=== block 1 ===
==> src/rtl/clint_irq_src_if.sv <==
// rtl/clint_irq_src_if.sv - word-wide request/acknowledge register bus
interface clint_irq_src_if;
  logic        bus_req;
  logic        bus_wr;
  logic [15:0] bus_addr;
  logic [31:0] bus_wdata;
  logic        bus_ack;
  logic [31:0] bus_rdata;

  modport master (
    output bus_req, bus_wr, bus_addr, bus_wdata,
    input  bus_ack, bus_rdata
  );

  modport slave (
    input  bus_req, bus_wr, bus_addr, bus_wdata,
    output bus_ack, bus_rdata
  );
endinterface

==> src/rtl/clint_irq_src.sv <==
// rtl/clint_irq_src.sv - machine-mode msip/mtip/meip source with mtime/mtimecmp
module clint_irq_src #(
  parameter int TICK_DIV    = 1,
  parameter int SYNC_STAGES = 2
) (
  input  logic           clk_in,
  input  logic           reset_in,
  clint_irq_src_if.slave bus,
  input  logic           ext_irq_pin,
  output logic           msip,
  output logic           mtip,
  output logic           meip
);
  localparam logic [15:0] TICK_MAX  = 16'(TICK_DIV - 1);
  localparam logic [13:0] A_MSIP    = 14'h0000;
  localparam logic [13:0] A_CMP_LO  = 14'h1000;
  localparam logic [13:0] A_CMP_HI  = 14'h1001;
  localparam logic [13:0] A_TIME_LO = 14'h2FFE;
  localparam logic [13:0] A_TIME_HI = 14'h2FFF;

  typedef enum logic [1:0] {S_IDLE, S_ACK, S_WAIT} state_t;

  state_t                 r_state;
  logic [15:0]            r_presc;
  logic [63:0]            r_mtime;
  logic [63:0]            r_mtimecmp;
  logic                   r_msip;
  logic                   r_mtip;
  logic [SYNC_STAGES-1:0] r_sync;
  logic                   r_ack;
  logic [31:0]            r_rdata;

  logic [13:0] w_word;
  logic        w_wr;
  logic        w_tick;
  logic [31:0] w_rdata;
  logic        w_unused_addr;

  assign w_word        = bus.bus_addr[15:2];
  assign w_unused_addr = ^bus.bus_addr[1:0];
  assign w_wr          = (r_state == S_IDLE) && bus.bus_req && bus.bus_wr;
  assign w_tick        = (r_presc == TICK_MAX);

  always_comb begin
    w_rdata = 32'd0;
    case (w_word)
      A_MSIP:    w_rdata = {31'd0, r_msip};
      A_CMP_LO:  w_rdata = r_mtimecmp[31:0];
      A_CMP_HI:  w_rdata = r_mtimecmp[63:32];
      A_TIME_LO: w_rdata = r_mtime[31:0];
      A_TIME_HI: w_rdata = r_mtime[63:32];
      default:   w_rdata = 32'd0;
    endcase
  end

  always_ff @(posedge clk_in or posedge reset_in) begin
    if (reset_in) begin
      r_presc    <= 16'd0;
      r_mtime    <= 64'd0;
      r_mtimecmp <= {64{1'b1}};
      r_msip     <= 1'b0;
      r_mtip     <= 1'b0;
      r_sync     <= '0;
    end else begin
      r_presc <= w_tick ? 16'd0 : r_presc + 16'd1;
      // A software write to either half wins over the tick; the other half holds without carry.
      if (w_wr && (w_word == A_TIME_LO)) begin
        r_mtime[31:0] <= bus.bus_wdata;
      end else if (w_wr && (w_word == A_TIME_HI)) begin
        r_mtime[63:32] <= bus.bus_wdata;
      end else if (w_tick) begin
        r_mtime <= r_mtime + 64'd1;
      end
      if (w_wr && (w_word == A_CMP_LO)) r_mtimecmp[31:0]  <= bus.bus_wdata;
      if (w_wr && (w_word == A_CMP_HI)) r_mtimecmp[63:32] <= bus.bus_wdata;
      if (w_wr && (w_word == A_MSIP))   r_msip            <= bus.bus_wdata[0];
      r_mtip <= (r_mtime >= r_mtimecmp);
      r_sync <= {r_sync[SYNC_STAGES-2:0], ext_irq_pin};
    end
  end

  // WAIT holds off until bus_req drops so a held request is serviced only once.
  always_ff @(posedge clk_in or posedge reset_in) begin
    if (reset_in) begin
      r_state <= S_IDLE;
      r_ack   <= 1'b0;
      r_rdata <= 32'd0;
    end else begin
      case (r_state)
        S_IDLE: begin
          if (bus.bus_req) begin
            r_state <= S_ACK;
            r_ack   <= 1'b1;
            r_rdata <= bus.bus_wr ? 32'd0 : w_rdata;
          end
        end
        S_ACK: begin
          r_state <= S_WAIT;
          r_ack   <= 1'b0;
          r_rdata <= 32'd0;
        end
        S_WAIT: begin
          if (!bus.bus_req) r_state <= S_IDLE;
        end
        default: begin
          r_state <= S_IDLE;
          r_ack   <= 1'b0;
          r_rdata <= 32'd0;
        end
      endcase
    end
  end

  assign bus.bus_ack   = r_ack;
  assign bus.bus_rdata = r_rdata;
  assign msip          = r_msip;
  assign mtip          = r_mtip;
  assign meip          = r_sync[SYNC_STAGES-1];
endmodule

==> src/flat_wrapper.sv <==
// flat-port wrapper written by rule: the top's interface ports become plain ports
module clint_irq_src_flat 
#(
  parameter int TICK_DIV    = 1,
  parameter int SYNC_STAGES = 2
)
  (clk_in, reset_in, ext_irq_pin, msip, mtip, meip, bus_bus_req, bus_bus_wr, bus_bus_addr, bus_bus_wdata, bus_bus_ack, bus_bus_rdata);
  clint_irq_src_if bus_i ();
  input  logic clk_in;
  input  logic reset_in;
  input  logic ext_irq_pin;
  output logic msip;
  output logic mtip;
  output logic meip;
  input wire logic [$bits(bus_i.bus_req)-1:0] bus_bus_req;
  input wire logic [$bits(bus_i.bus_wr)-1:0] bus_bus_wr;
  input wire logic [$bits(bus_i.bus_addr)-1:0] bus_bus_addr;
  input wire logic [$bits(bus_i.bus_wdata)-1:0] bus_bus_wdata;
  output wire logic [$bits(bus_i.bus_ack)-1:0] bus_bus_ack;
  output wire logic [$bits(bus_i.bus_rdata)-1:0] bus_bus_rdata;
  assign bus_i.bus_req = bus_bus_req;
  assign bus_i.bus_wr = bus_bus_wr;
  assign bus_i.bus_addr = bus_bus_addr;
  assign bus_i.bus_wdata = bus_bus_wdata;
  assign bus_bus_ack = bus_i.bus_ack;
  assign bus_bus_rdata = bus_i.bus_rdata;
  clint_irq_src #(.TICK_DIV(TICK_DIV), .SYNC_STAGES(SYNC_STAGES)) u_core (.clk_in(clk_in), .reset_in(reset_in), .bus(bus_i), .ext_irq_pin(ext_irq_pin), .msip(msip), .mtip(mtip), .meip(meip));
endmodule
==> config.mk <==
export PLATFORM = sky130hd
export DESIGN_NAME = clint_irq_src_flat
export DESIGN_NICKNAME = d
export VERILOG_FILES = /design/src/rtl/clint_irq_src_if.sv /design/src/rtl/clint_irq_src.sv /design/src/flat_wrapper.sv
export SDC_FILE = /design/constraint.sdc
export NUM_CORES = 1
export LEC_CHECK = 0
export CORE_MARGIN = 5
export CORE_UTILIZATION = 45
export DETAILED_ROUTE_END_ITERATION = 6
export HOLD_SLACK_MARGIN = 0.08
export PLACE_DENSITY_LB_ADDON = 0.25
export SETUP_SLACK_MARGIN = 0.3
export SYNTH_ARGS = -nofsm -noshare
export SYNTH_HDL_FRONTEND = slang
export SYNTH_SLANG_ARGS = --single-unit
==> constraint.sdc <==
create_clock -name clk_in -period 6.7 [get_ports clk_in]
set_input_delay 1.34 -clock clk_in [delete_from_list [all_inputs] [get_ports clk_in]]
set_output_delay 1.34 -clock clk_in [all_outputs]
set_load 0.01 [all_outputs]
=== block 2 ===
### src/rtl/cpu_pkg.sv
// Shared definitions for the fetch stage and the decode logic it feeds:
// instruction field positions, special opcodes, fetch FSM states and the
// IF/ID pipeline register layout.
package cpu_pkg;

    localparam int OPCODE_W = 4;

    localparam logic [OPCODE_W-1:0] OP_STOP = 4'b1101;
    localparam logic [OPCODE_W-1:0] OP_NOP  = 4'b1111;

    localparam int OPC_MSB = 31;
    localparam int OPC_LSB = 28;
    localparam int IMM_BIT = 27;

    // Widths carried by the IF/ID record; the fetch stage's default
    // parameters match these.
    localparam int CPU_ADDR_W  = 10;
    localparam int CPU_INSTR_W = 32;

    typedef enum logic {
        RUN  = 1'b0,
        HALT = 1'b1
    } fetch_state_t;

    typedef struct packed {
        logic                   valid;
        logic [CPU_INSTR_W-1:0] instr;
        logic [CPU_ADDR_W-1:0]  pc;
    } if_id_t;

    // Opcode field of an instruction word.
    function automatic logic [OPCODE_W-1:0] get_opcode(input logic [CPU_INSTR_W-1:0] instr);
        return instr[OPC_MSB:OPC_LSB];
    endfunction

endpackage

### src/rtl/fetch_skid_buffer.sv
// One-entry skid buffer that parks an instruction-memory response which
// arrives while decode is stalled. A held entry is never overwritten; clear
// takes priority over capture.
module fetch_skid_buffer
    import cpu_pkg::*;
#(
    parameter int ADDR_W  = CPU_ADDR_W,
    parameter int INSTR_W = CPU_INSTR_W
) (
    input  logic               clk,
    input  logic               rst_n,
    input  logic               capture_i,
    input  logic [INSTR_W-1:0] data_i,
    input  logic [ADDR_W-1:0]  pc_i,
    input  logic               clear_i,
    output logic               valid_o,
    output logic [INSTR_W-1:0] data_o,
    output logic [ADDR_W-1:0]  pc_o
);

    logic               valid_q, valid_d;
    logic [INSTR_W-1:0] data_q, data_d;
    logic [ADDR_W-1:0]  pc_q, pc_d;

    // Next-entry selection: clear empties, capture fills only an empty slot.
    always_comb begin
        valid_d = valid_q;
        data_d  = data_q;
        pc_d    = pc_q;
        if (clear_i) begin
            valid_d = 1'b0;
        end else if (capture_i && !valid_q) begin
            valid_d = 1'b1;
            data_d  = data_i;
            pc_d    = pc_i;
        end
    end

    // Entry storage with asynchronous clear on reset.
    always_ff @(posedge clk or negedge rst_n) begin
        if (!rst_n) begin
            valid_q <= 1'b0;
            data_q  <= '0;
            pc_q    <= '0;
        end else begin
            valid_q <= valid_d;
            data_q  <= data_d;
            pc_q    <= pc_d;
        end
    end

    assign valid_o = valid_q;
    assign data_o  = data_q;
    assign pc_o    = pc_q;

endmodule

### src/rtl/fetch_stage.sv
// Instruction-fetch stage with IF/ID pipeline register. Issues one word read
// per cycle to a 1-cycle-latency instruction memory, parks a response that
// lands during a stall in a skid buffer, flushes on redirect and stops
// fetching once a STOP instruction enters IF/ID.
module fetch_stage
    import cpu_pkg::*;
#(
    parameter int                ADDR_W   = CPU_ADDR_W,
    parameter int                INSTR_W  = CPU_INSTR_W,
    parameter logic [ADDR_W-1:0] RESET_PC = '0
) (
    input  logic                clk,
    input  logic                rst_n,
    output logic [ADDR_W-1:0]   imem_addr,
    output logic                imem_rd_en,
    input  logic [INSTR_W-1:0]  imem_rdata,
    input  logic                stall_i,
    input  logic                redirect_i,
    input  logic [ADDR_W-1:0]   redirect_pc_i,
    output logic                if_valid_o,
    output logic [INSTR_W-1:0]  if_instr_o,
    output logic [ADDR_W-1:0]   if_pc_o,
    output logic [OPCODE_W-1:0] if_operation_o,
    output logic                if_imm_o,
    output logic                halted_o
);

    fetch_state_t       state_q, state_d;
    logic [ADDR_W-1:0]  pc_q, pc_d;
    logic               inflight_q, inflight_d;
    logic [ADDR_W-1:0]  inflight_pc_q, inflight_pc_d;
    if_id_t             if_id_q, if_id_d;

    logic               issue;
    logic               skid_capture;
    logic               skid_clear;
    logic               skid_valid;
    logic [INSTR_W-1:0] skid_data;
    logic [ADDR_W-1:0]  skid_pc;

    fetch_skid_buffer #(
        .ADDR_W  (ADDR_W),
        .INSTR_W (INSTR_W)
    ) u_skid (
        .clk       (clk),
        .rst_n     (rst_n),
        .capture_i (skid_capture),
        .data_i    (imem_rdata),
        .pc_i      (inflight_pc_q),
        .clear_i   (skid_clear),
        .valid_o   (skid_valid),
        .data_o    (skid_data),
        .pc_o      (skid_pc)
    );

    // Memory request: only while running and neither stalled nor redirected.
    always_comb begin
        issue      = (state_q == RUN) && !stall_i && !redirect_i;
        imem_rd_en = issue && rst_n;
        imem_addr  = pc_q;
    end

    // Next PC, FSM state, in-flight tracking, IF/ID contents and skid control.
    always_comb begin
        pc_d          = pc_q;
        state_d       = state_q;
        inflight_d    = 1'b0;
        inflight_pc_d = inflight_pc_q;
        if_id_d       = if_id_q;
        skid_capture  = 1'b0;
        skid_clear    = 1'b0;

        if (redirect_i) begin
            // Wrong-path work is discarded: IF/ID, skid and in-flight read.
            pc_d       = redirect_pc_i;
            state_d    = RUN;
            if_id_d    = '0;
            skid_clear = 1'b1;
        end else if (stall_i) begin
            // IF/ID holds; a response landing now is parked unless halted.
            if (state_q == HALT) begin
                skid_clear = 1'b1;
            end else if (inflight_q) begin
                skid_capture = 1'b1;
            end
        end else begin
            if (state_q == HALT) begin
                if_id_d    = '0;
                skid_clear = 1'b1;
            end else begin
                if (skid_valid) begin
                    if_id_d.valid = 1'b1;
                    if_id_d.instr = CPU_INSTR_W'(skid_data);
                    if_id_d.pc    = CPU_ADDR_W'(skid_pc);
                    skid_clear    = 1'b1;
                end else if (inflight_q) begin
                    if_id_d.valid = 1'b1;
                    if_id_d.instr = CPU_INSTR_W'(imem_rdata);
                    if_id_d.pc    = CPU_ADDR_W'(inflight_pc_q);
                end else begin
                    if_id_d = '0;
                end
                if (if_id_d.valid && (get_opcode(if_id_d.instr) == OP_STOP)) begin
                    state_d = HALT;
                end
            end
            if (issue) begin
                pc_d          = pc_q + ADDR_W'(1);
                inflight_d    = 1'b1;
                inflight_pc_d = pc_q;
            end
        end
    end

    // State registers with asynchronous active-low reset.
    always_ff @(posedge clk or negedge rst_n) begin
        if (!rst_n) begin
            state_q       <= RUN;
            pc_q          <= RESET_PC;
            inflight_q    <= 1'b0;
            inflight_pc_q <= '0;
            if_id_q       <= '0;
        end else begin
            state_q       <= state_d;
            pc_q          <= pc_d;
            inflight_q    <= inflight_d;
            inflight_pc_q <= inflight_pc_d;
            if_id_q       <= if_id_d;
        end
    end

    // IF/ID outputs; an empty slot decodes as NOP with no immediate.
    always_comb begin
        if_valid_o     = if_id_q.valid;
        if_instr_o     = INSTR_W'(if_id_q.instr);
        if_pc_o        = ADDR_W'(if_id_q.pc);
        if_operation_o = if_id_q.valid ? get_opcode(if_id_q.instr) : OP_NOP;
        if_imm_o       = if_id_q.valid && if_id_q.instr[IMM_BIT];
        halted_o       = (state_q == HALT);
    end

endmodule

### config.mk
export PLATFORM = sky130hd
export DESIGN_NAME = fetch_stage
export DESIGN_NICKNAME = d
export VERILOG_FILES = /design/src/rtl/cpu_pkg.sv /design/src/rtl/fetch_skid_buffer.sv /design/src/rtl/fetch_stage.sv
export SDC_FILE = /design/constraint.sdc
export NUM_CORES = 1
export LEC_CHECK = 0
export CORE_AREA = 2 2 101 103
export DETAILED_ROUTE_END_ITERATION = 8
export DIE_AREA = 0 0 103 105
export HOLD_SLACK_MARGIN = 0.08
export PLACE_DENSITY_LB_ADDON = 0.25
export SYNTH_ARGS = -nofsm -noshare
export SYNTH_HDL_FRONTEND = slang
export SYNTH_SLANG_ARGS = --single-unit
### constraint.sdc
create_clock -name clk -period 1.9 [get_ports clk]
set_input_delay 0.19 -clock clk [delete_from_list [all_inputs] [get_ports clk]]
set_output_delay 0.19 -clock clk [all_outputs]
set_load 0.1 [all_outputs]
=== block 3 ===
<file path="src/rtl/common_fifo_arb_pkg.sv">
`default_nettype none
// ============================================================================
// Module   : common_fifo_arb_pkg
// Brief    : Shared constants and helpers for the FIFO write-side arbiters.
// Revision : 1.0 - initial release
// ============================================================================
package common_fifo_arb_pkg;

    localparam int ARB_PORTS_MAX  = 16;
    localparam int ARB_LOCK_CNT_W = 8;

    // Index width for a given port count; never collapses below one bit.
    function automatic int grant_id_width(input int ports);
        return (ports > 1) ? $clog2(ports) : 1;
    endfunction

endpackage
`default_nettype wire

</file>
<file path="src/rtl/common_arbiter_rr_pick.sv">
`default_nettype none
// ============================================================================
// Module   : common_arbiter_rr_pick
// Brief    : Combinational round-robin pick: rotate by rr_ptr, priority-encode,
//            rotate the found offset back to an absolute index.
// Revision : 1.0 - initial release
// ============================================================================
module common_arbiter_rr_pick
    import common_fifo_arb_pkg::*;
#(
    parameter int PORTS = 4
) (
    input  logic [PORTS-1:0]                 req,
    input  logic [grant_id_width(PORTS)-1:0] rr_ptr,
    output logic [PORTS-1:0]                 gnt,
    output logic [grant_id_width(PORTS)-1:0] gnt_id,
    output logic                             gnt_vld
);

    localparam int ID_W = grant_id_width(PORTS);

    logic [PORTS-1:0] w_req_rot;
    logic [ID_W-1:0]  w_offset;
    logic [ID_W:0]    w_sum;
    logic             w_found;
    int               w_src;

    always_comb begin
        w_req_rot = '0;
        w_src     = 0;
        for (int i = 0; i < PORTS; i++) begin
            w_src = int'(rr_ptr) + i;
            if (w_src >= PORTS) begin
                w_src = w_src - PORTS;
            end
            w_req_rot[i] = req[w_src];
        end

        w_offset = '0;
        w_found  = 1'b0;
        for (int i = 0; i < PORTS; i++) begin
            if (!w_found && w_req_rot[i]) begin
                w_found  = 1'b1;
                w_offset = ID_W'(i);
            end
        end

        // One extra bit so the wrap back into 0..PORTS-1 is exact.
        w_sum = {1'b0, rr_ptr} + {1'b0, w_offset};
        if (w_sum >= (ID_W+1)'(PORTS)) begin
            w_sum = w_sum - (ID_W+1)'(PORTS);
        end

        gnt_vld = w_found;
        gnt_id  = w_found ? w_sum[ID_W-1:0] : '0;
        gnt     = '0;
        for (int i = 0; i < PORTS; i++) begin
            gnt[i] = w_found && (w_sum[ID_W-1:0] == ID_W'(i));
        end
    end

endmodule
`default_nettype wire

</file>
<file path="src/rtl/common_fifo_arbiter_nw1r.sv">
`default_nettype none
// ============================================================================
// Module   : common_fifo_arbiter_nw1r
// Brief    : Round-robin N-producer write arbiter in front of one 1w1r FIFO,
//            with same-cycle acknowledge. Optional burst lock enabled by
//            defining COMMON_FIFO_ARB_LOCK_EN.
// Revision : 1.0 - initial release
// ============================================================================
module common_fifo_arbiter_nw1r
    import common_fifo_arb_pkg::*;
#(
    parameter int ARB_PORTS    = 4,
    parameter int FIFO_WIDTH   = 1,
    parameter int ARB_LOCK_MAX = 8
) (
    input  logic                                clk,
    input  logic                                reset,
    input  logic [ARB_PORTS-1:0]                req,
    input  logic [ARB_PORTS*FIFO_WIDTH-1:0]     req_data,
    output logic [ARB_PORTS-1:0]                req_ack,
`ifdef COMMON_FIFO_ARB_LOCK_EN
    input  logic [ARB_PORTS-1:0]                req_lock,
`endif
    output logic [FIFO_WIDTH-1:0]               fifo_din,
    output logic                                fifo_wen,
    input  logic                                fifo_full,
    output logic [grant_id_width(ARB_PORTS)-1:0] grant_id
);

    localparam int ID_W = grant_id_width(ARB_PORTS);

    if (ARB_PORTS < 2 || ARB_PORTS > ARB_PORTS_MAX ||
        ARB_LOCK_MAX < 1 || ARB_LOCK_MAX > 255) begin : g_param_check
        $error("common_fifo_arbiter_nw1r: illegal ARB_PORTS or ARB_LOCK_MAX");
    end

    function automatic logic [ID_W-1:0] ptr_next(input logic [ID_W-1:0] id);
        return (id == ID_W'(ARB_PORTS-1)) ? '0 : id + ID_W'(1);
    endfunction

    logic [ID_W-1:0]      rr_ptr_q, rr_ptr_d;
    logic [ARB_PORTS-1:0] w_pick_gnt;
    logic [ID_W-1:0]      w_pick_id;
    logic                 w_pick_vld;
    logic                 w_grant_vld;
    logic [ID_W-1:0]      w_grant_id;
    logic [ARB_PORTS-1:0] w_grant_oh;

    common_arbiter_rr_pick #(
        .PORTS   (ARB_PORTS)
    ) u_pick (
        .req     (req),
        .rr_ptr  (rr_ptr_q),
        .gnt     (w_pick_gnt),
        .gnt_id  (w_pick_id),
        .gnt_vld (w_pick_vld)
    );

`ifdef COMMON_FIFO_ARB_LOCK_EN
    logic                      lock_vld_q,   lock_vld_d;
    logic [ID_W-1:0]           lock_owner_q, lock_owner_d;
    logic [ARB_LOCK_CNT_W-1:0] lock_cnt_q,   lock_cnt_d;
    logic [ARB_PORTS-1:0]      w_owner_oh;

    always_comb begin
        w_owner_oh = '0;
        for (int i = 0; i < ARB_PORTS; i++) begin
            w_owner_oh[i] = (lock_owner_q == ID_W'(i));
        end
    end
`endif

    always_comb begin
        w_grant_vld = 1'b0;
        w_grant_id  = '0;
        w_grant_oh  = '0;
        rr_ptr_d    = rr_ptr_q;
`ifdef COMMON_FIFO_ARB_LOCK_EN
        lock_vld_d   = lock_vld_q;
        lock_owner_d = lock_owner_q;
        lock_cnt_d   = lock_cnt_q;
        // A full FIFO pauses everything, including a held lock.
        if (!reset && !fifo_full) begin
            if (lock_vld_q) begin
                rr_ptr_d = ptr_next(lock_owner_q);
                if (!req[lock_owner_q]) begin
                    lock_vld_d = 1'b0;
                end else begin
                    w_grant_vld = 1'b1;
                    w_grant_id  = lock_owner_q;
                    w_grant_oh  = w_owner_oh;
                    lock_cnt_d  = lock_cnt_q + ARB_LOCK_CNT_W'(1);
                    if (!req_lock[lock_owner_q] || int'(lock_cnt_d) >= ARB_LOCK_MAX) begin
                        lock_vld_d = 1'b0;
                    end
                end
            end else if (w_pick_vld) begin
                w_grant_vld = 1'b1;
                w_grant_id  = w_pick_id;
                w_grant_oh  = w_pick_gnt;
                rr_ptr_d    = ptr_next(w_pick_id);
                // The opening grant counts toward the limit.
                if (req_lock[w_pick_id] && ARB_LOCK_MAX > 1) begin
                    lock_vld_d   = 1'b1;
                    lock_owner_d = w_pick_id;
                    lock_cnt_d   = ARB_LOCK_CNT_W'(1);
                end
            end
        end
`else
        if (!reset && !fifo_full && w_pick_vld) begin
            w_grant_vld = 1'b1;
            w_grant_id  = w_pick_id;
            w_grant_oh  = w_pick_gnt;
            rr_ptr_d    = ptr_next(w_pick_id);
        end
`endif
    end

    always_comb begin
        fifo_din = '0;
        for (int i = 0; i < ARB_PORTS; i++) begin
            if (w_grant_oh[i]) begin
                fifo_din = fifo_din | req_data[i*FIFO_WIDTH +: FIFO_WIDTH];
            end
        end
    end

    assign req_ack  = w_grant_oh;
    assign fifo_wen = w_grant_vld;
    assign grant_id = w_grant_id;

    always_ff @(posedge clk) begin
        if (reset) begin
            rr_ptr_q <= '0;
        end else begin
            rr_ptr_q <= rr_ptr_d;
        end
    end

`ifdef COMMON_FIFO_ARB_LOCK_EN
    always_ff @(posedge clk) begin
        if (reset) begin
            lock_vld_q   <= 1'b0;
            lock_owner_q <= '0;
            lock_cnt_q   <= '0;
        end else begin
            lock_vld_q   <= lock_vld_d;
            lock_owner_q <= lock_owner_d;
            lock_cnt_q   <= lock_cnt_d;
        end
    end
`endif

endmodule
`default_nettype wire

</file>
<file path="config.mk">
export PLATFORM = sky130hd
export DESIGN_NAME = common_fifo_arbiter_nw1r
export DESIGN_NICKNAME = d
export VERILOG_FILES = /design/src/rtl/common_fifo_arb_pkg.sv /design/src/rtl/common_arbiter_rr_pick.sv /design/src/rtl/common_fifo_arbiter_nw1r.sv
export SDC_FILE = /design/constraint.sdc
export NUM_CORES = 1
export LEC_CHECK = 0
export ABC_CLOCK_PERIOD_IN_PS = 2700
export CORE_AREA = 2 2 39 41
export DETAILED_ROUTE_END_ITERATION = 10
export DIE_AREA = 0 0 41 43
export GPL_TIMING_DRIVEN = 1
export PLACE_DENSITY = 0.67
export SLEW_MARGIN = 20
export SYNTH_ARGS = -nofsm -noshare
export SYNTH_HDL_FRONTEND = slang
export SYNTH_SLANG_ARGS = --single-unit
</file>
<file path="constraint.sdc">
create_clock -name clk -period 2.7 [get_ports clk]
set_input_delay 0.54 -clock clk [delete_from_list [all_inputs] [get_ports clk]]
set_output_delay 0.54 -clock clk [all_outputs]
set_load 0.005 [all_outputs]
</file>
=== block 4 ===
<file path="src/rtl/tdm_pkg.sv">
// Shared constants for the TDM receive path: channel count, slot counter
// width and the two-state framing FSM encoding.
package tdm_pkg;

  localparam int NUM_CH = 4;
  localparam int SLOT_W = 2;

  localparam logic [0:0] HUNT = 1'b0;
  localparam logic [0:0] RUN  = 1'b1;

endpackage

</file>
<file path="src/rtl/tdm_demux1_4_if.sv">
// Bus bundle between a TDM link source and the 1:4 demultiplexer.
// The master drives the word stream and routing controls; the slave
// returns the four registered channels and the status strobes.
interface tdm_demux1_4_if #(parameter int WIDTH = 1);
  import tdm_pkg::*;

  logic [WIDTH-1:0]  din;
  logic              din_valid;
  logic              frame_sync;
  logic              ext_sel;
  logic [SLOT_W-1:0] S;
  logic [WIDTH-1:0]  Y0;
  logic [WIDTH-1:0]  Y1;
  logic [WIDTH-1:0]  Y2;
  logic [WIDTH-1:0]  Y3;
  logic [NUM_CH-1:0] y_valid;
  logic              frame_valid;
  logic              frame_err;

  modport master (
    output din, din_valid, frame_sync, ext_sel, S,
    input  Y0, Y1, Y2, Y3, y_valid, frame_valid, frame_err
  );

  modport slave (
    input  din, din_valid, frame_sync, ext_sel, S,
    output Y0, Y1, Y2, Y3, y_valid, frame_valid, frame_err
  );

endinterface

</file>
<file path="src/rtl/tdm_slot_ctr.sv">
// Two-bit TDM slot counter. Clear forces slot 0, load jumps to slot 1
// (the word that carried frame_sync has already taken slot 0), advance
// wraps modulo NUM_CH. last_slot flags the final slot of a frame.
module tdm_slot_ctr
  import tdm_pkg::*;
(
  input  logic              clk,
  input  logic              rst_n,
  input  logic              clear,
  input  logic              load_one,
  input  logic              advance,
  output logic [SLOT_W-1:0] slot,
  output logic              last_slot
);

  // Slot register; clear wins over load, load wins over advance.
  always_ff @(posedge clk or negedge rst_n) begin
    if (!rst_n) begin
      slot <= '0;
    end else if (clear) begin
      slot <= '0;
    end else if (load_one) begin
      slot <= SLOT_W'(1);
    end else if (advance) begin
      slot <= slot + SLOT_W'(1);
    end
  end

  assign last_slot = (slot == SLOT_W'(NUM_CH - 1));

endmodule

</file>
<file path="src/rtl/tdm_demux1_4.sv">
// Sequential 1:4 demultiplexer for a 4-channel TDM link. Words are routed
// either by the external select S (direct mode) or by a slot counter that
// is aligned by frame_sync (TDM mode). All outputs are registered.
module tdm_demux1_4
  import tdm_pkg::*;
#(
  parameter int WIDTH = 1
) (
  input logic           clk,
  input logic           rst_n,
  tdm_demux1_4_if.slave bus
);

  logic [0:0]        state;
  logic [0:0]        state_nxt;
  logic [SLOT_W-1:0] slot;
  logic              last_slot;
  logic              ctr_clear;
  logic              ctr_load;
  logic              ctr_adv;
  logic [NUM_CH-1:0] wr_en;
  logic              fv_nxt;
  logic              fe_nxt;
  logic [WIDTH-1:0]  y_q [NUM_CH];
  logic [NUM_CH-1:0] y_valid_q;
  logic              frame_valid_q;
  logic              frame_err_q;

  tdm_slot_ctr u_slot_ctr (
    .clk       (clk),
    .rst_n     (rst_n),
    .clear     (ctr_clear),
    .load_one  (ctr_load),
    .advance   (ctr_adv),
    .slot      (slot),
    .last_slot (last_slot)
  );

  // Decide which channel the current word lands in and how framing moves on.
  always_comb begin
    state_nxt = state;
    ctr_clear = 1'b0;
    ctr_load  = 1'b0;
    ctr_adv   = 1'b0;
    wr_en     = '0;
    fv_nxt    = 1'b0;
    fe_nxt    = 1'b0;
    if (bus.ext_sel) begin
      ctr_clear = 1'b1;
      state_nxt = HUNT;
      if (bus.din_valid) begin
        wr_en = NUM_CH'(1) << bus.S;
      end
    end else if (bus.din_valid) begin
      case (state)
        HUNT: begin
          if (bus.frame_sync) begin
            wr_en     = NUM_CH'(1);
            ctr_load  = 1'b1;
            state_nxt = RUN;
          end
        end
        RUN: begin
          if (bus.frame_sync) begin
            wr_en    = NUM_CH'(1);
            ctr_load = 1'b1;
            fe_nxt   = (slot != '0);
          end else begin
            wr_en   = NUM_CH'(1) << slot;
            ctr_adv = 1'b1;
            fv_nxt  = last_slot;
          end
        end
        default: state_nxt = HUNT;
      endcase
    end
  end

  // Framing state, channel registers and one-cycle status strobes.
  always_ff @(posedge clk or negedge rst_n) begin
    if (!rst_n) begin
      state         <= HUNT;
      y_valid_q     <= '0;
      frame_valid_q <= 1'b0;
      frame_err_q   <= 1'b0;
      for (int i = 0; i < NUM_CH; i++) begin
        y_q[i] <= '0;
      end
    end else begin
      state         <= state_nxt;
      y_valid_q     <= wr_en;
      frame_valid_q <= fv_nxt;
      frame_err_q   <= fe_nxt;
      for (int i = 0; i < NUM_CH; i++) begin
        if (wr_en[i]) begin
          y_q[i] <= bus.din;
        end
      end
    end
  end

  assign bus.Y0          = y_q[0];
  assign bus.Y1          = y_q[1];
  assign bus.Y2          = y_q[2];
  assign bus.Y3          = y_q[3];
  assign bus.y_valid     = y_valid_q;
  assign bus.frame_valid = frame_valid_q;
  assign bus.frame_err   = frame_err_q;

endmodule

</file>
<file path="src/flat_wrapper.sv">
// flat-port wrapper written by rule: the top's interface ports become plain ports
module tdm_demux1_4_flat import tdm_pkg::*;
#(
  parameter int WIDTH = 1
)
  (clk, rst_n, bus_din, bus_din_valid, bus_frame_sync, bus_ext_sel, bus_S, bus_Y0, bus_Y1, bus_Y2, bus_Y3, bus_y_valid, bus_frame_valid, bus_frame_err);
  tdm_demux1_4_if #(.WIDTH(WIDTH)) bus_i ();
  input logic clk;
  input logic rst_n;
  input wire logic [$bits(bus_i.din)-1:0] bus_din;
  input wire logic [$bits(bus_i.din_valid)-1:0] bus_din_valid;
  input wire logic [$bits(bus_i.frame_sync)-1:0] bus_frame_sync;
  input wire logic [$bits(bus_i.ext_sel)-1:0] bus_ext_sel;
  input wire logic [$bits(bus_i.S)-1:0] bus_S;
  output wire logic [$bits(bus_i.Y0)-1:0] bus_Y0;
  output wire logic [$bits(bus_i.Y1)-1:0] bus_Y1;
  output wire logic [$bits(bus_i.Y2)-1:0] bus_Y2;
  output wire logic [$bits(bus_i.Y3)-1:0] bus_Y3;
  output wire logic [$bits(bus_i.y_valid)-1:0] bus_y_valid;
  output wire logic [$bits(bus_i.frame_valid)-1:0] bus_frame_valid;
  output wire logic [$bits(bus_i.frame_err)-1:0] bus_frame_err;
  assign bus_i.din = bus_din;
  assign bus_i.din_valid = bus_din_valid;
  assign bus_i.frame_sync = bus_frame_sync;
  assign bus_i.ext_sel = bus_ext_sel;
  assign bus_i.S = bus_S;
  assign bus_Y0 = bus_i.Y0;
  assign bus_Y1 = bus_i.Y1;
  assign bus_Y2 = bus_i.Y2;
  assign bus_Y3 = bus_i.Y3;
  assign bus_y_valid = bus_i.y_valid;
  assign bus_frame_valid = bus_i.frame_valid;
  assign bus_frame_err = bus_i.frame_err;
  tdm_demux1_4 #(.WIDTH(WIDTH)) u_core (.clk(clk), .rst_n(rst_n), .bus(bus_i));
endmodule
</file>
<file path="config.mk">
export PLATFORM = sky130hd
export DESIGN_NAME = tdm_demux1_4_flat
export DESIGN_NICKNAME = d
export VERILOG_FILES = /design/src/rtl/tdm_pkg.sv /design/src/rtl/tdm_demux1_4_if.sv /design/src/rtl/tdm_slot_ctr.sv /design/src/rtl/tdm_demux1_4.sv /design/src/flat_wrapper.sv
export SDC_FILE = /design/constraint.sdc
export NUM_CORES = 1
export LEC_CHECK = 0
export ABC_AREA = 1
export CORE_MARGIN = 8
export CORE_UTILIZATION = 40
export CTS_CLUSTER_DIAMETER = 50
export CTS_CLUSTER_SIZE = 16
export DETAILED_ROUTE_END_ITERATION = 10
export PLACE_DENSITY = 0.68
export SETUP_SLACK_MARGIN = 0.05
export SYNTH_ARGS = -nofsm -noshare
export SYNTH_HDL_FRONTEND = slang
export SYNTH_SLANG_ARGS = --single-unit
</file>
<file path="constraint.sdc">
create_clock -name clk -period 1.35 [get_ports clk]
set_clock_uncertainty 0.05 [all_clocks]
set_input_delay 0.3375 -clock clk [delete_from_list [all_inputs] [get_ports clk]]
set_output_delay 0.3375 -clock clk [all_outputs]
set_load 0.01 [all_outputs]
</file>

==> layout pictures side by side <==
Signal wires by layer.
panel A
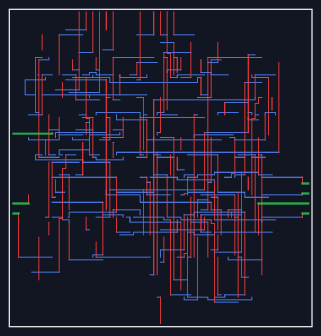
panel B
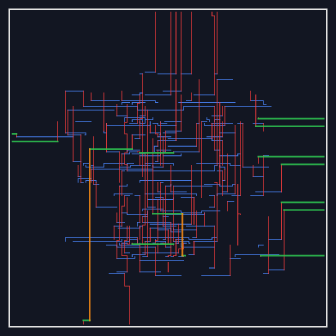
panel C
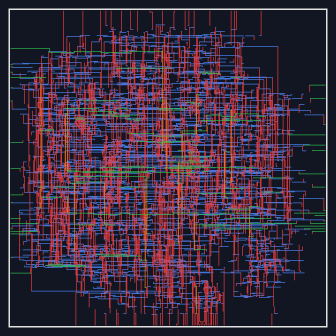
panel D
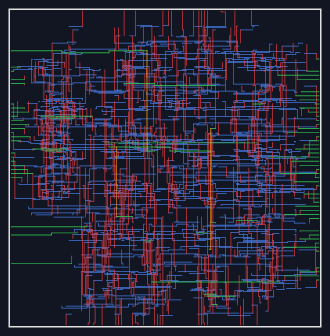
Block 3 is panel A.
Block 2 is panel D.
Block 4 is panel B.
Block 1 is panel C.
The one with the most wire is panel C.

Key to panel A:
legend:
  green:
    layer: met3
    wire_length: 17.3 microns
  red:
    layer: met2
    wire_length: 735 microns
  blue:
    layer: met1
    wire_length: 618 microns

**Block 1: clock network drawn from the DEF**

Bar = 50 microns.
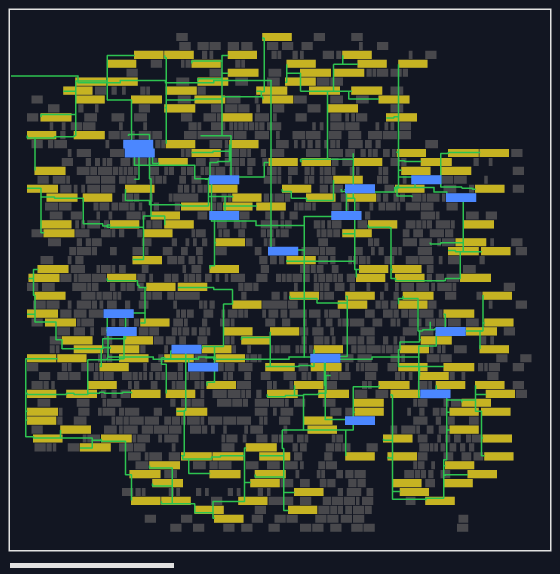
legend:
  yellow:
    item: flip-flops
    count: 183
  green:
    item: clock wires
    length: 2400 microns
  blue:
    item: cells driving clock nets
    count: 17
routed clock nets: 18
flops lie: all over the die
clock skew after layout: 0.0114 ns
Clock Latency Late Sink: 0.44 ns
power attributed to the clock group: 1010 uW
clock share of power: 42.4%

**Block 1: wires at chosen ports, followed through buffers**

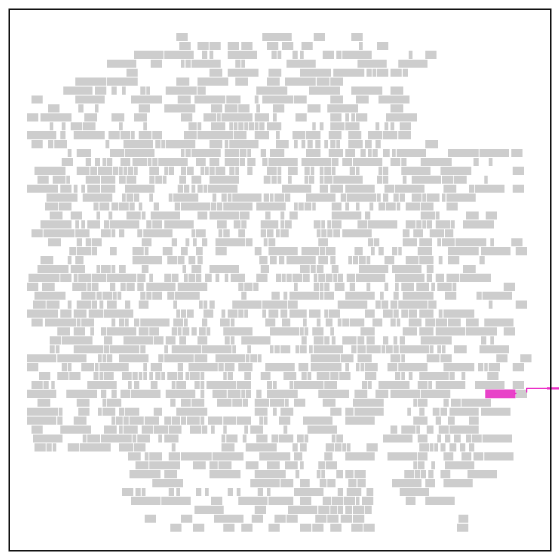
legend:
  magenta:
    port: meip
    direction: output
    end_cells: 1
    wire: 8.70 microns
top-level port count: 89
count of buffers inserted at the top-level ports: 86

==> impl_summary.log, block 1 <==
[metrics] run summary
INFO  metric preCtsSetupSlack = 2.10 ns
INFO  metric synth.yosys.warnings = 0
INFO  metric power.sequential.total = 1160 uW
INFO  metric bufAreaShareNonClock = 7.50%
INFO  metric drt_first_pass_iters = 7
INFO  metric cts-hold-fix-buffers = 0
INFO  metric worst_setup_hold_path_clk_slew = 0.07 ns
INFO  metric post_synth_instance_area = 0.0108 sq mm
INFO  metric fill_cells = 2149
INFO  metric synth_area_leader_cell = dfrtp_1
INFO  metric num_rows = 56
INFO  metric critical-path-top-cell-by-count = buf_4
INFO  metric detailedRoute.firstIterationViolations = 674
INFO  metric setup-violations-final = 0
INFO  metric globalplace.congestion = 0.897
INFO  metric total_of_plain_and_repair_buffers_excluding_clock_buffers = 97
INFO  metric clock_area_share = 4.65%
INFO  metric final.min_clock_period = 4.13 ns
INFO  metric crit_chain = clkdlybuf4s50_1 > nor4_1 > nand3_1 > nor2_1 > and2_1 > buf_4 > nand2_1 > buf_4 > mux2_2
INFO  metric grt_pass1_vias = 8395
INFO  metric tritoncts.num_buffers = 17
INFO  metric floorplan.core_area = 0.0235 sq mm
INFO  metric failing_checks = design-rule violations
INFO  metric status = finished with violations
INFO  metric drc = 10
INFO  metric pg_comb = 213 uW
INFO  metric drt-total-wl = 28100 microns
INFO  metric hold_path_depth = 0
-- block 1: cell families after synthesis --
group	synth area share (%)
adder cells (fa/ha/maj)	7.79
XOR/XNOR	5.29
flip-flops	43.3
buffers and inverters	4.80
AND/OR/NAND/NOR	16.1
multiplexers	10.2
AND-OR/OR-AND	12.5
-- block 1: routing by layer --
metal / track usage (%) / part of all wire, % / vias to the layer above
li1: - / - / 4089
met4: 5.71 / 2.2 / 0
met3: 4.14 / 5.2 / 43
met1: 29.0 / 44 / 4198
met2: 35.0 / 48 / 237
met5: 0 / 0 / -
**Block 2: logic cells by family**

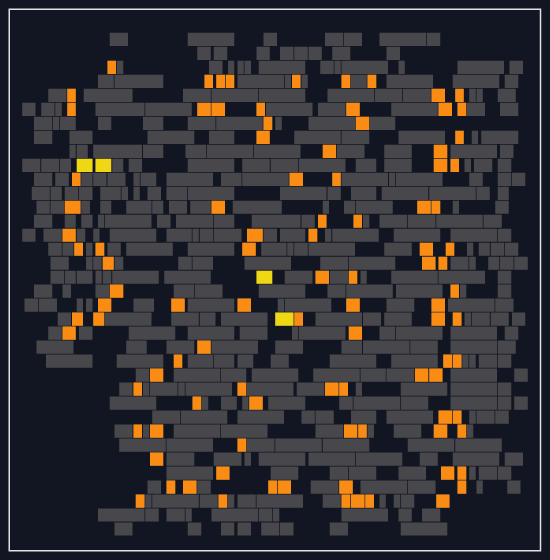
legend:
  yellow:
    family: AND-OR and OR-AND gates
    cells: 4
    most_used: o31a_1
  orange:
    family: inverting AOI/OAI gates
    cells: 99
    most_used: o21ai_0
    where: all over the die
Post-Layout Cell Count: 632
most common library cell in the layout ignoring fill and taps: dfrtp_1
share of cell area taken by multi-input logic gates: 31.3%

==> impl_summary.log, block 2 <==
[metrics] run summary
INFO  metric num_rows = 36
INFO  metric clock_share_of_power = 23.8%
INFO  metric utilization = 62.9%
INFO  metric status = finished clean
INFO  metric ys_seq_share = 56.5%
INFO  metric fin_skew = 0.0120 ns
INFO  metric layout_setup_ws = 0.0870 ns
INFO  metric tritoncts.num_buffers = 9
INFO  metric globalRoute.totalOverflow = 0
INFO  metric bufAreaShareNonClock = 17.8%
INFO  metric initial_core_util = 49.6%
INFO  metric globalplace.congestion = 0.876
INFO  metric comb_area = 0.00190 sq mm
INFO  metric clk-insertion-delay-late = 0.37 ns
INFO  metric clock_area_share = 3.12%
INFO  metric final.signal_inverter_count = 4
INFO  metric routedWlPerCell = 16.3 microns
INFO  metric synth_area_leader_cell = dfrtp_1
INFO  metric num_tap_cells = 133
INFO  metric hold_start = redirect_pc_i[2]
INFO  metric io_pins = 106
block 2: worst max-delay path: stages, from the launching register on:
cell	delay [ns]
dfrtp_2	0.48
nor2_1	0.16
nand2_1	0.13
clkinv_4	0.14
and2_4	0.18
buf_12	0.17
block 2: through the flow:
step           hold WS [ns]  instance area [sq um]  instances
3_3_place_gp          0.329                   5860        615
2_1_floorplan        -0.106                   4790        391
3_5_place_dp          0.332                   5860        615
4_1_cts               0.364                   6060        632
5_1_grt               0.393                   6060        632
6_report              0.366                   6060        632
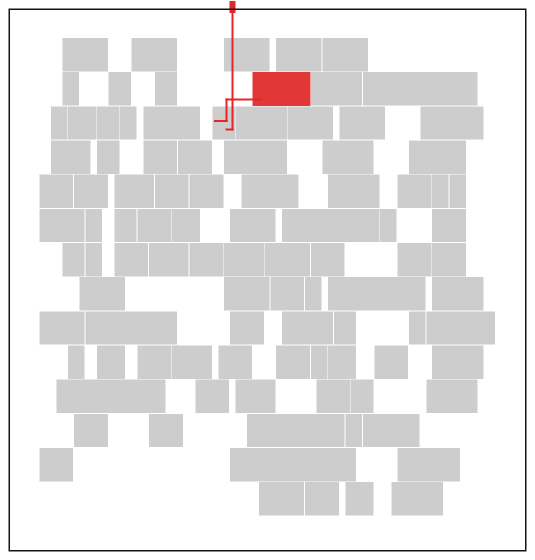
**Above:** block 3 (wires at chosen ports, followed through buffers).
legend:
  red:
    port: fifo_din
    direction: output
    end_cells: 1
    wire: 15.1 microns
count of buffers inserted at the top-level ports: 18
top-level port count: 19

==> impl_summary.log, block 3 <==
[metrics] run summary
INFO  metric highest_layer = met3
INFO  metric dpl.hpwl = 926 microns
INFO  metric final_hold_viol_count = 0
INFO  metric cts_max_level = 1
INFO  metric power.sequential.total = 42.6 uW
INFO  metric synth_area_leader_cell = dfxtp_1
INFO  metric r2r_setup_slack = 0.82 ns
INFO  metric cell_count_after_synthesis = 60
INFO  metric wl_met2 = 735 microns
INFO  metric timing.slew.headroom = 82.8%
INFO  metric die_h = 43 microns
INFO  metric p_leak = 0.000401 uW
INFO  metric critical_path.slowest_cell = ha_4
INFO  metric simple_gate_area_share = 45.4%
INFO  metric status = finished clean
INFO  metric timing.critical_path.slowest_cell_delay = 0.19 ns
[block 3: cell usage after synthesis, types with 2 or more instances]
cell and count:
o21ai_1 3, buf_4 2, nand2_1 4, mux2i_1 2, inv_1 2, nand2b_1 2
buf_6 2, nor3_1 2, nor2_1 10, dfxtp_1 2, nand2b_4 2, xnor2_1 2
nor3b_1 2
[block 3: worst max-delay path: cells and delay by family]
family / cells / cell delay (ns)
AND-OR/OR-AND: 4 / 0.48
XOR/XNOR: 1 / 0.19
adder cells (fa/ha/maj): 1 / 0.19
buffers and inverters: 3 / 0.34
AND/OR/NAND/NOR: 3 / 0.38
**Block 4: wires at chosen ports, followed through buffers**

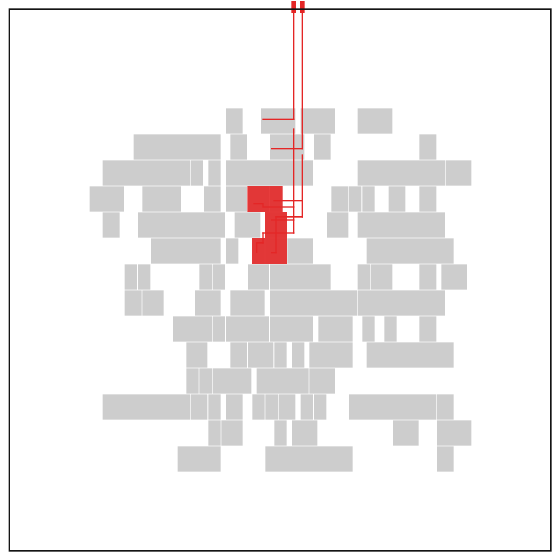
legend:
  red:
    port: bus_S
    direction: input
    end_cells: 5
    wire: 71.5 microns
count of buffers inserted at the top-level ports: 17
top-level port count: 18

**Block 4: logic cells by family**

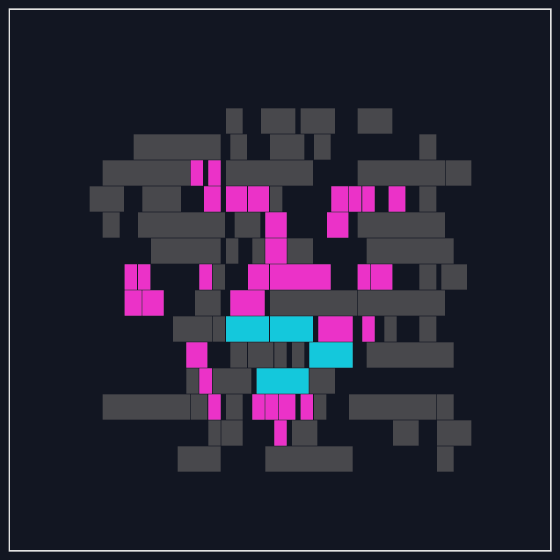
legend:
  magenta:
    family: NAND gates
    cells: 32
    most_used: nand2_1
    where: centre
  cyan:
    family: adder and majority cells
    cells: 4
    most_used: ha_1
    where: centre
share of cell area taken by multi-input logic gates: 34.0%
Post-Layout Cell Count: 110
most common library cell in the layout ignoring fill and taps: nand2_1

==> impl_summary.log, block 4 <==
[metrics] run summary
INFO  metric postSynth.asyncResetShare = 100%
INFO  metric final_layout_top_logic_cells = 15 x nand2_1, 13 x dfrtp_1, 8 x clkbuf_2
INFO  metric area.growth.synth_to_final = 34.2%
INFO  metric synthAoiAreaFrac = 1.53%
INFO  metric synthesized_registers = 13
INFO  metric num_rows = 14
INFO  metric bufAreaShareNonClock = 20.3%
INFO  metric chip_footprint = 0.00319 sq mm
INFO  metric net-switching-power = 255 uW
INFO  metric synth_adder_area_share = 7.63%
INFO  metric maximum_number_of_buffers_from_clock_root_to_sink = 2
INFO  metric postSynthAreaPerCell = 9.79 sq um
INFO  metric fraction_of_power_consumed_by_combinational_cells = 22.3%
INFO  metric clk-insertion-delay-late = 0.27 ns
INFO  metric status = finished clean
INFO  metric largest_register_ffs = 4
INFO  metric critical-path-top-cell-by-count = nand2_1
INFO  metric pwr-share-seq = 49.9%
INFO  metric post_cts.repair.setup_buffers = 0
INFO  metric pg_comb = 198 uW
INFO  metric yosysMostFrequentCell = nand2_1
## block 4: path summary, 6_finish.rpt
kind,slack [ns],from,endpoint
min reg2reg,0.47,u_core.bus.Y2,u_core.bus.Y2
min in group clk,0.38,bus_frame_sync,u_core.bus.frame_err
max in group asynchronous,0.78,rst_n,u_core.bus.Y0
max,0.12,u_core.u_slot_ctr.slot[0],u_core.bus.Y0
max reg2reg,0.12,u_core.u_slot_ctr.slot[0],u_core.bus.Y0
min,0.31,rst_n,u_core.u_slot_ctr.slot[0]


==> screenshots <==
Clock network drawn from the DEF.
Plate I
Bar = 20 microns.
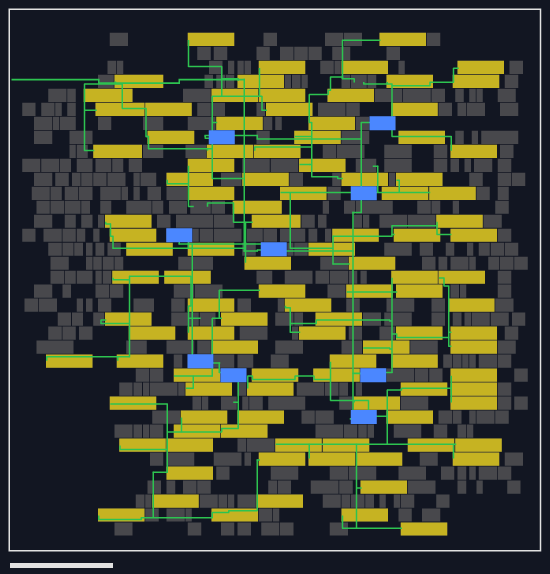
Plate II
Bar = 10 microns.
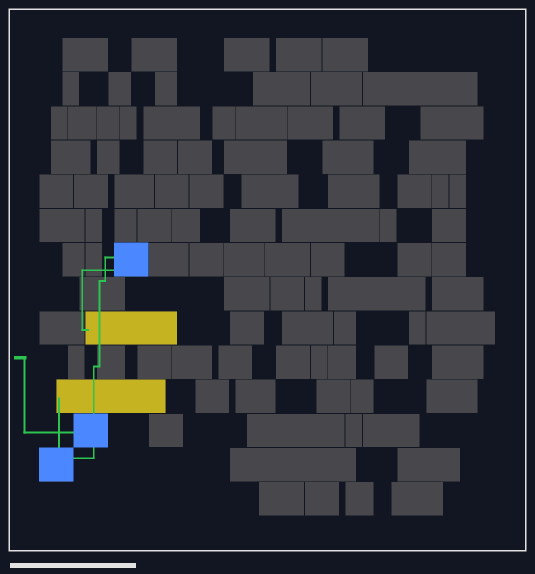
Plate III
Bar = 20 microns.
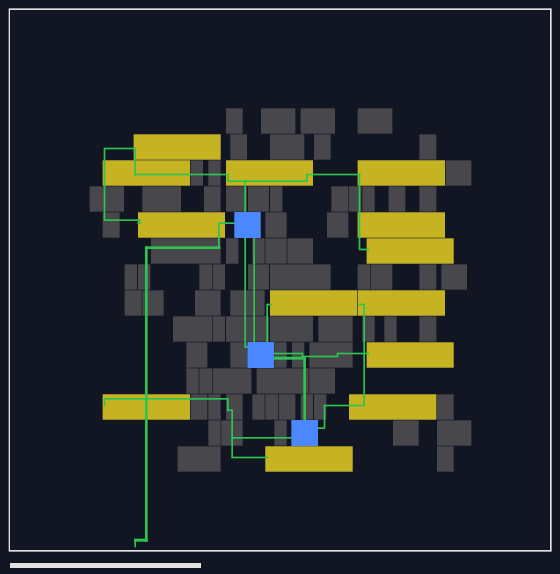
Plate I comes from block 2.
Plate III comes from block 4.
Plate II comes from block 3.
- largest die: Plate I


## Gallery

Clock wiring as the flow saved it.
image #1
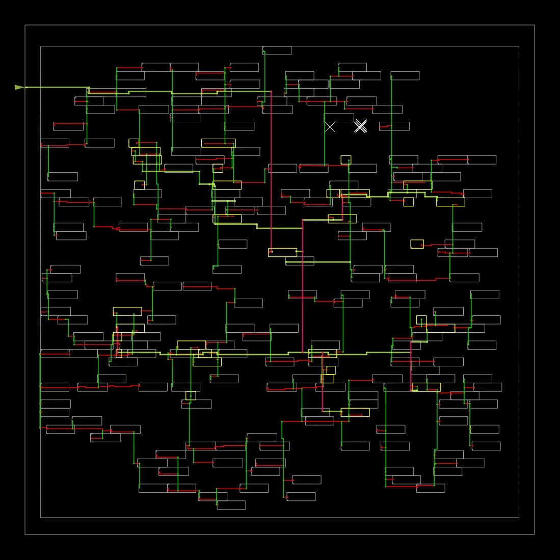
image #2
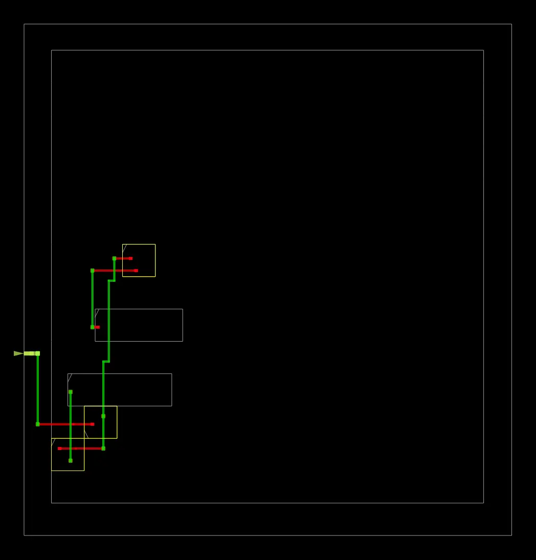
image #3
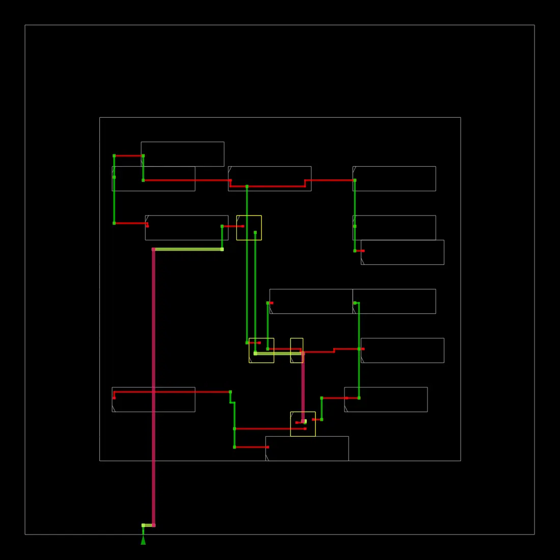
image #4
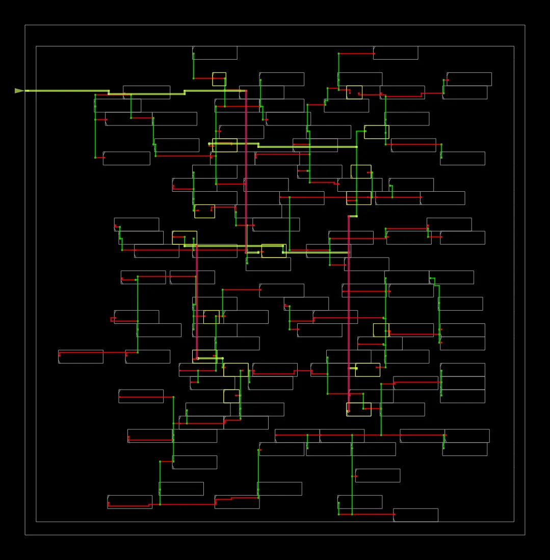
| from | picture |
|---|---|
| block 1 | image #1 |
| block 2 | image #4 |
| block 4 | image #3 |
| block 3 | image #2 |
The one with the most clock buffers is image #1.
The one with the most sequential cells is image #1.

Power figures rest on the tool's default switching activity, not on a simulated workload.
